# design 1

Fig. 1: design 1, routed metal per tile
The bar under the picture is 20 microns long. The die is cut into 23 by 19 equal tiles; black is low, pale yellow is high, scaled to the fullest tile. Values are wire area over tile area, all layers added.
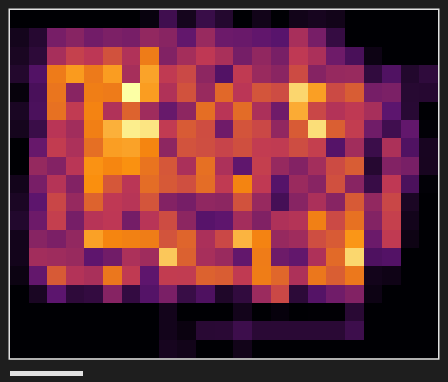
Fig. 2: design 1, routing congestion
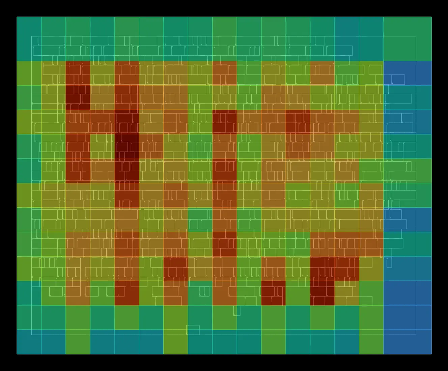
--- src/rtl/stud_audiodac_pkg.sv ---
// Shared constants and helpers for the audio DAC path (modulator and sinc2 decimator).
package stud_audiodac_pkg;

  localparam int unsigned BITWIDTH_DEFAULT = 16;
  localparam int unsigned OSR_LOG2_DEFAULT = 8;

  // Decimation events swallowed after reset while the comb delays fill.
  localparam logic [1:0] WARMUP_EVENTS = 2'd2;

  function automatic int unsigned cic_width(input int unsigned osr_log2);
    return 2 * osr_log2 + 1;
  endfunction

  // Clamp the comb output to full scale, then keep the top bitwidth bits.
  function automatic logic [31:0] sat_align(input logic [63:0]  c2,
                                            input int unsigned  osr_log2,
                                            input int unsigned  bitwidth);
    logic [63:0] full_scale;
    logic [63:0] clamped;
    full_scale = (64'd1 << (2 * osr_log2)) - 64'd1;
    if (c2 > full_scale) begin
      clamped = full_scale;
    end else begin
      clamped = c2;
    end
    return 32'(clamped >> (2 * osr_log2 - bitwidth));
  endfunction

endpackage

--- src/rtl/stud_cic_integrator.sv ---
// Wrapping accumulator with enable; one CIC integrator stage.
module stud_cic_integrator
  import stud_audiodac_pkg::*;
#(
  parameter int unsigned W = cic_width(OSR_LOG2_DEFAULT)
) (
  input  logic         clk,
  input  logic         rst,
  input  logic         en,
  input  logic [W-1:0] addend,
  output logic [W-1:0] sum
);

  logic [W-1:0] acc_r;

  // Accumulate modulo 2^W on enabled cycles.
  always_ff @(posedge clk) begin
    if (rst) begin
      acc_r <= '0;
    end else if (en) begin
      acc_r <= acc_r + addend;
    end
  end

  assign sum = acc_r;

endmodule

--- src/rtl/stud_sinc2_decimator.sv ---
// Second-order CIC decimator: 1-bit unsigned delta-sigma stream in, BITWIDTH-bit PCM out.
module stud_sinc2_decimator
  import stud_audiodac_pkg::*;
#(
  parameter int unsigned BITWIDTH = BITWIDTH_DEFAULT,
  parameter int unsigned OSR_LOG2 = OSR_LOG2_DEFAULT
) (
  input  logic                clk_i,
  input  logic                rst_i,
  input  logic                strobe_i,
  input  logic                mod_i,
  output logic [BITWIDTH-1:0] data_o,
  output logic                valid_o
);

  localparam int unsigned W = cic_width(OSR_LOG2);
  localparam logic [OSR_LOG2-1:0] CNT_LAST = '1;

  generate
    if (2 * OSR_LOG2 < BITWIDTH) begin : g_bad_params
      $error("stud_sinc2_decimator: 2*OSR_LOG2 must be >= BITWIDTH");
    end
  endgenerate

  logic [W-1:0]        mod_ext_s;
  logic [W-1:0]        i1_s;
  logic [W-1:0]        i2_s;
  logic [W-1:0]        c1_s;
  logic [W-1:0]        c2_s;
  logic [BITWIDTH-1:0] pcm_s;
  logic                event_s;

  logic [OSR_LOG2-1:0] cnt_r;
  logic [1:0]          warm_r;
  logic [W-1:0]        d1_r;
  logic [W-1:0]        d2_r;
  logic [BITWIDTH-1:0] data_r;
  logic                valid_r;

  stud_cic_integrator #(.W(W)) u_int1 (
    .clk    (clk_i),
    .rst    (rst_i),
    .en     (strobe_i),
    .addend (mod_ext_s),
    .sum    (i1_s)
  );

  // Second stage adds the first stage's pre-edge value.
  stud_cic_integrator #(.W(W)) u_int2 (
    .clk    (clk_i),
    .rst    (rst_i),
    .en     (strobe_i),
    .addend (i1_s),
    .sum    (i2_s)
  );

  // Comb differences are taken on the pre-edge i2; wrap-around cancels exactly.
  always_comb begin
    mod_ext_s = {{(W-1){1'b0}}, mod_i};
    event_s   = strobe_i && (cnt_r == CNT_LAST);
    c1_s      = i2_s - d1_r;
    c2_s      = c1_s - d2_r;
    pcm_s     = BITWIDTH'(sat_align(64'(c2_s), OSR_LOG2, BITWIDTH));
  end

  // Phase counter, comb delays, warm-up gating and registered output stage.
  always_ff @(posedge clk_i) begin
    if (rst_i) begin
      cnt_r   <= '0;
      warm_r  <= 2'd0;
      d1_r    <= '0;
      d2_r    <= '0;
      data_r  <= '0;
      valid_r <= 1'b0;
    end else begin
      valid_r <= 1'b0;
      if (strobe_i) begin
        cnt_r <= cnt_r + OSR_LOG2'(1);
      end
      if (event_s) begin
        d1_r <= i2_s;
        d2_r <= c1_s;
        if (warm_r == WARMUP_EVENTS) begin
          data_r  <= pcm_s;
          valid_r <= 1'b1;
        end else begin
          warm_r <= warm_r + 2'd1;
        end
      end
    end
  end

  assign data_o  = data_r;
  assign valid_o = valid_r;

endmodule

--- config.mk ---
export PLATFORM = sky130hd
export DESIGN_NAME = stud_sinc2_decimator
export DESIGN_NICKNAME = d
export VERILOG_FILES = /design/src/rtl/stud_audiodac_pkg.sv /design/src/rtl/stud_cic_integrator.sv /design/src/rtl/stud_sinc2_decimator.sv
export SDC_FILE = /design/constraint.sdc
export NUM_CORES = 1
export LEC_CHECK = 0
export CORE_ASPECT_RATIO = 0.8
export CORE_MARGIN = 4
export CORE_UTILIZATION = 60
export DETAILED_ROUTE_END_ITERATION = 8
export PLACE_DENSITY = 0.88
export SYNTH_ARGS = -nofsm -noshare
export SYNTH_HDL_FRONTEND = slang
export SYNTH_SLANG_ARGS = --single-unit
--- constraint.sdc ---
create_clock -name clk_i -period 4.7 [get_ports clk_i]
set_input_delay 1.41 -clock clk_i [delete_from_list [all_inputs] [get_ports clk_i]]
set_output_delay 1.41 -clock clk_i [all_outputs]
set_load 0.01 [all_outputs]
==> CHANGELOG.md <==
## Implementation

- Drt first pass iters: 6
- Largest net degree at the start of global routing: 52
- Crit path to: data_o[3]$_SDFFE_PP0P_
- Comb power: 167 uW
- Post-CTS Hold Buffers: 0
- Netlist Area Pre-Place: 5710 sq um
- Clk Latency, worst-skew pair: 340 ps
- Design Power: 1750 uW
- Busiest layer in global routing: met2
- Comb pwr share: 9.5%
- Clk power: 772 uW
- DP Area: 5990 sq um
- First-pass GRT wire length: 20500 microns
- Max stage delay cell, worst path: dfxtp_1
- Most numerous logic cell after layout: dfxtp_1
- H-tree depth: 3
- Grt total ovfl: 0
- Sequential share of power: 46.5%
- Run status: finished clean
- Top cells by count: 95 x dfxtp_1, 94 x nand2_1, 81 x nor2_1
- Routability congestion estimate: 0.860
## Picture notes: Fig. 1
29% of the tiles are over half the peak. The fullest tile reaches 0.52. The mean over all tiles is 0.17. 21% of the tiles are nearly empty.
routed len/inst: 14.6 microns
Post-Route WL: 12000 microns

## Picture notes: Fig. 2
GRT met2 Usage: 40.7%
Final Util: 68.9%
met3 Resource Use GR: 5.39%
GR Util All Layers: 22.8%


# design 2

`src/rtl/arcabuco_execution.sv`:
```
// Execute stage: operand forwarding muxes, combinational ALU, and a
// multiply/divide unit (single-cycle multiply, 1-bit/cycle restoring divider).
//
// state   | meaning
// --------+-----------------------------------------------------------
// ST_IDLE | unit free; a muldiv_en request is captured here
// ST_DIV  | divider iterating, one quotient bit per cycle (busy=1)
module arcabuco_execution (
  input  logic        clock,
  input  logic        rst,
  input  logic [4:0]  alu_selector,
  input  logic [2:0]  muldiv_selector,
  input  logic        muldiv_en,
  input  logic [1:0]  mux1_select,
  input  logic [1:0]  mux2_select,
  input  logic        mux3_select,
  input  logic [31:0] rs1,
  input  logic [31:0] rs2,
  input  logic [31:0] imm,
  input  logic [31:0] fw1,
  input  logic [31:0] fw2,
  output logic [31:0] alu_result,
  output logic        comp_res,
  output logic        arith_ovf,
  output logic [31:0] store_data,
  output logic [31:0] muldiv_result,
  output logic        muldiv_busy,
  output logic        muldiv_done
);

  localparam logic [4:0] ALU_ADD = 5'd0,  ALU_SUB = 5'd1,  ALU_SLL = 5'd2,  ALU_SLT = 5'd3;
  localparam logic [4:0] ALU_SLTU = 5'd4, ALU_XOR = 5'd5,  ALU_SRL = 5'd6,  ALU_SRA = 5'd7;
  localparam logic [4:0] ALU_OR = 5'd8,   ALU_AND = 5'd9,  ALU_EQ = 5'd10,  ALU_NE = 5'd11;
  localparam logic [4:0] ALU_LT = 5'd12,  ALU_GE = 5'd13,  ALU_LTU = 5'd14, ALU_GEU = 5'd15;
  localparam logic [4:0] ALU_PASS_B = 5'd16;

  localparam logic [2:0] MD_MUL = 3'd0, MD_MULH = 3'd1, MD_MULHSU = 3'd2;

  typedef enum logic {ST_IDLE, ST_DIV} t_state;

  logic [31:0] op_a, fwd_b, op_b;
  logic [31:0] sum, diff;
  logic        lt_s, lt_u;
  logic [31:0] alu_res;
  logic        cmp, ovf;

  // Operand selection; store data is taken before the immediate mux
  always_comb begin
    case (mux1_select)
      2'd0:    op_a = rs1;
      2'd1:    op_a = fw1;
      2'd2:    op_a = fw2;
      default: op_a = 32'd0;
    endcase
    case (mux2_select)
      2'd0:    fwd_b = rs2;
      2'd1:    fwd_b = fw1;
      2'd2:    fwd_b = fw2;
      default: fwd_b = 32'd0;
    endcase
    op_b = mux3_select ? imm : fwd_b;
  end

  assign sum  = op_a + op_b;
  assign diff = op_a - op_b;
  assign lt_s = $signed(op_a) < $signed(op_b);
  assign lt_u = op_a < op_b;

  // ALU result, compare flag and signed overflow
  always_comb begin
    alu_res = 32'd0;
    cmp     = 1'b0;
    ovf     = 1'b0;
    case (alu_selector)
      ALU_ADD: begin
        alu_res = sum;
        ovf     = (op_a[31] == op_b[31]) && (sum[31] != op_a[31]);
      end
      ALU_SUB: begin
        alu_res = diff;
        ovf     = (op_a[31] != op_b[31]) && (diff[31] != op_a[31]);
      end
      ALU_SLL:    alu_res = op_a << op_b[4:0];
      ALU_SRL:    alu_res = op_a >> op_b[4:0];
      ALU_SRA:    alu_res = $unsigned($signed(op_a) >>> op_b[4:0]);
      ALU_XOR:    alu_res = op_a ^ op_b;
      ALU_OR:     alu_res = op_a | op_b;
      ALU_AND:    alu_res = op_a & op_b;
      ALU_SLT,
      ALU_LT:     cmp = lt_s;
      ALU_SLTU,
      ALU_LTU:    cmp = lt_u;
      ALU_GE:     cmp = ~lt_s;
      ALU_GEU:    cmp = ~lt_u;
      ALU_EQ:     cmp = (op_a == op_b);
      ALU_NE:     cmp = (op_a != op_b);
      ALU_PASS_B: alu_res = op_b;
      default:    alu_res = 32'd0;
    endcase
    if (cmp) alu_res = 32'd1;
  end

  assign alu_result = alu_res;
  assign comp_res   = cmp;
  assign arith_ovf  = ovf;
  assign store_data = fwd_b;

  // Multiply: sign-extend to 64 bits so one unsigned multiplier covers all variants
  logic        mul_a_signed, mul_b_signed;
  logic [63:0] ext_a, ext_b, product;
  logic [31:0] mul_res;
  logic        in_div_signed;
  logic [31:0] abs_a_in;

  assign mul_a_signed  = (muldiv_selector == MD_MULH) || (muldiv_selector == MD_MULHSU);
  assign mul_b_signed  = (muldiv_selector == MD_MULH);
  assign ext_a         = {{32{mul_a_signed & op_a[31]}}, op_a};
  assign ext_b         = {{32{mul_b_signed & op_b[31]}}, op_b};
  assign product       = ext_a * ext_b;
  assign mul_res       = (muldiv_selector == MD_MUL) ? product[31:0] : product[63:32];
  assign in_div_signed = muldiv_selector[2] & ~muldiv_selector[0];
  assign abs_a_in      = (in_div_signed & op_a[31]) ? -op_a : op_a;

  t_state      state_q, state_d;
  logic        done_q, done_d;
  logic [31:0] result_q, result_d;
  logic [4:0]  cnt_q, cnt_d;
  logic [2:0]  op_q, op_d;
  logic [31:0] a_q, a_d, b_q, b_d;
  logic [31:0] rem_q, rem_d, quo_q, quo_d;

  // Divider datapath: one restoring step per cycle on magnitudes, sign fix at the end
  logic        op_signed_q;
  logic [31:0] divisor;
  logic [32:0] r_shift, r_sub;
  logic        q_bit;
  logic [31:0] rem_step, quo_step, quo_fin, rem_fin, div_res;

  assign op_signed_q = op_q[2] & ~op_q[0];
  assign divisor     = (op_signed_q & b_q[31]) ? -b_q : b_q;
  assign r_shift     = {rem_q, quo_q[31]};
  assign r_sub       = r_shift - {1'b0, divisor};
  assign q_bit       = ~r_sub[32];
  assign rem_step    = q_bit ? r_sub[31:0] : r_shift[31:0];
  assign quo_step    = {quo_q[30:0], q_bit};
  assign quo_fin     = (b_q == 32'd0) ? 32'hFFFF_FFFF :
                       (op_signed_q & (a_q[31] ^ b_q[31])) ? -quo_step : quo_step;
  assign rem_fin     = (b_q == 32'd0) ? a_q :
                       (op_signed_q & a_q[31]) ? -rem_step : rem_step;
  assign div_res     = op_q[1] ? rem_fin : quo_fin;

  // Mul/div state register
  always_ff @(posedge clock) begin
    if (rst) begin
      state_q  <= ST_IDLE;
      done_q   <= 1'b0;
      result_q <= 32'd0;
      cnt_q    <= 5'd0;
      op_q     <= 3'd0;
      a_q      <= 32'd0;
      b_q      <= 32'd0;
      rem_q    <= 32'd0;
      quo_q    <= 32'd0;
    end else begin
      state_q  <= state_d;
      done_q   <= done_d;
      result_q <= result_d;
      cnt_q    <= cnt_d;
      op_q     <= op_d;
      a_q      <= a_d;
      b_q      <= b_d;
      rem_q    <= rem_d;
      quo_q    <= quo_d;
    end
  end

  // Capture requests when idle, iterate the divider, pulse done on completion
  always_comb begin
    state_d  = state_q;
    done_d   = 1'b0;
    result_d = result_q;
    cnt_d    = cnt_q;
    op_d     = op_q;
    a_d      = a_q;
    b_d      = b_q;
    rem_d    = rem_q;
    quo_d    = quo_q;
    case (state_q)
      ST_IDLE: begin
        if (muldiv_en) begin
          op_d = muldiv_selector;
          a_d  = op_a;
          b_d  = op_b;
          if (!muldiv_selector[2]) begin
            result_d = mul_res;
            done_d   = 1'b1;
          end else begin
            state_d = ST_DIV;
            cnt_d   = 5'd31;
            rem_d   = 32'd0;
            quo_d   = abs_a_in;
          end
        end
      end
      ST_DIV: begin
        rem_d = rem_step;
        quo_d = quo_step;
        cnt_d = cnt_q - 5'd1;
        if (cnt_q == 5'd0) begin
          state_d  = ST_IDLE;
          result_d = div_res;
          done_d   = 1'b1;
        end
      end
      default: state_d = ST_IDLE;
    endcase
  end

  assign muldiv_result = result_q;
  assign muldiv_busy   = (state_q == ST_DIV);
  assign muldiv_done   = done_q;

endmodule

```
`config.mk`:
```
export PLATFORM = sky130hd
export DESIGN_NAME = arcabuco_execution
export DESIGN_NICKNAME = d
export VERILOG_FILES = /design/src/rtl/arcabuco_execution.sv
export SDC_FILE = /design/constraint.sdc
export NUM_CORES = 2
export LEC_CHECK = 0
export CAP_MARGIN = 10
export CORE_ASPECT_RATIO = 1.2
export CORE_MARGIN = 3
export CORE_UTILIZATION = 35
export DETAILED_ROUTE_END_ITERATION = 10
export PLACE_DENSITY = 0.49
export SKIP_LAST_GASP = 1
export SLEW_MARGIN = 20
export SYNTH_ARGS = -nofsm -noshare
export SYNTH_HDL_FRONTEND = slang
export SYNTH_SLANG_ARGS = --single-unit
```
`constraint.sdc`:
```
create_clock -name clock -period 14.2 [get_ports clock]
set_clock_uncertainty 0.2 [all_clocks]
set_input_delay 1.42 -clock clock [delete_from_list [all_inputs] [get_ports clock]]
set_output_delay 1.42 -clock clock [all_outputs]
set_load 0.005 [all_outputs]
```
==> CHANGELOG.md <==
## Implementation

- Comb/total area: 75.9%
- Number of fill cells: 17100
- Max-slew headroom: 19.5%
- Max stage delay cell, worst path: inv_1
- Synth mux share: 2.61%
- Registers: 170
- Tcrit/Tclk final: 87.6%
- Core ar.: 165000 sq um
- R2R setup slack: 5220 ps
- Multi-input gates: 5487
- Fraction of area in registers: 5.25%
- Die height: 454 microns
- TritonCTS buffer count: 17
- Unrepaired setup endpoints after global routing: false
- Core Util at FP: 35.4%
- Unique cell types: 95
- Flops out of synthesis: 170
- Run status: finished clean
- Endpoint class of the critical path: flip-flop
- Iteration-0 DRC Markers: 5634
- Crit-path max FO: 23
- Cells after Synth: 7334
- MI comb area: 49200 sq um
- Total die area: 172000 sq um
- Row count: 163
- Clk Latency, worst-skew pair: 470 ps
- CP startpoint kind: input port
- Ys cells: 7334
- Worst Path Arrival: 12600 ps
- Placed cell count: 9575
- Worst Max-Slew Pin Slew: 1200 ps
- Drt first pass iters: 8
- Kind of critical path: input port to flip-flop
- Share of layout cells above drive strength 1: 5.00%
- Met3 wire len: 24800 microns
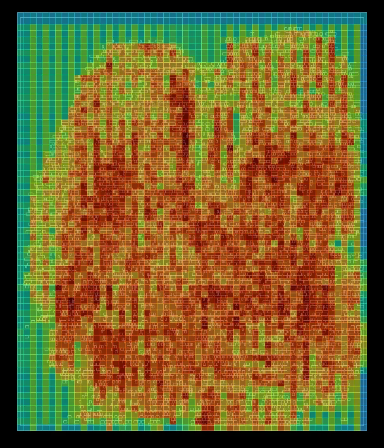
Fig. 3. Routing congestion (design 2).
met1 layer usage reported by global route: 40.4%
met3 Resource Use GR: 6.43%
busiest layer in global routing: met2
GR Util All Layers: 33.0%

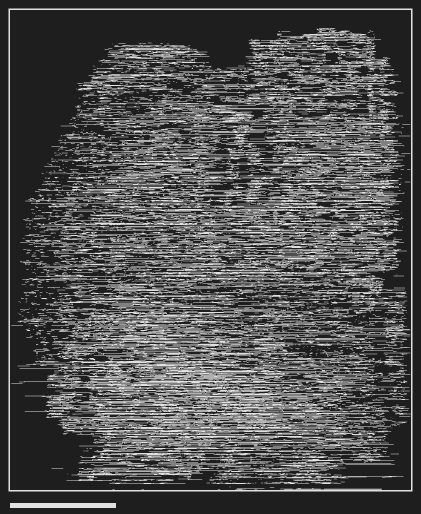
Fig. 4. Metal 1 (design 2).
The bar under the picture is 100 microns long.
The layer holds 38% of the routed length. The wires run mostly horizontal.

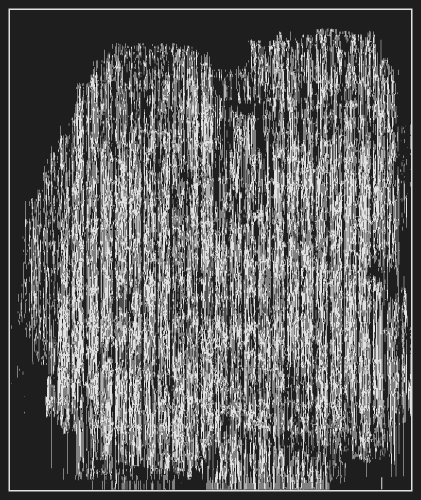
Fig. 5. Met2 routing (design 2).
The longest straight run is 124 microns. The layer holds 46% of the routed length. The layer carries 133 mm of wire. 7609 nets have wire on it. The wires run mostly vertical.
GRT met2 Usage: 54.3%
Vias: 55300



==> gallery <==
Cell density map.
picture 1
The bar under the picture is 20 microns long. The die is cut into 12 by 10 equal tiles; black is low, pale yellow is high, 0 to 100% covered.
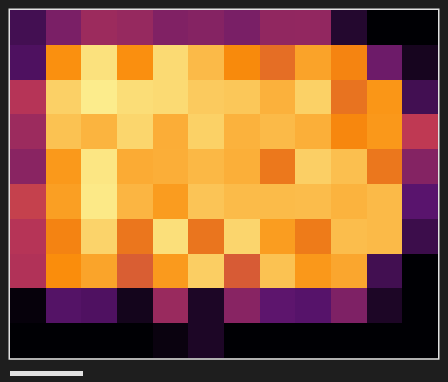
picture 2
The bar under the picture is 100 microns long. The die is cut into 19 by 23 equal tiles; black is low, pale yellow is high, 0 to 100% covered.
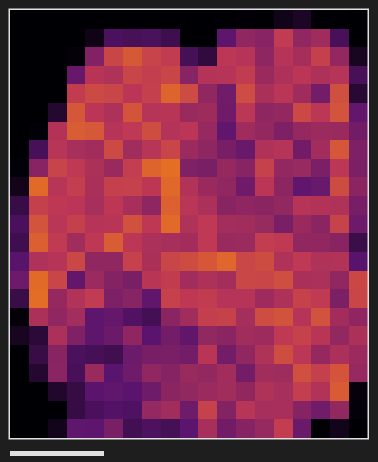
Picture 2 comes from design 2.
Picture 1 comes from design 1.
The one with the highest utilization is picture 1.
The one with the largest die is picture 2.

Key to picture 2:
The mean over all tiles is 36%. The fullest tile reaches 66%. 12% of the tiles are nearly empty.

No activity file was given, so power comes from the tool's default toggle rates.
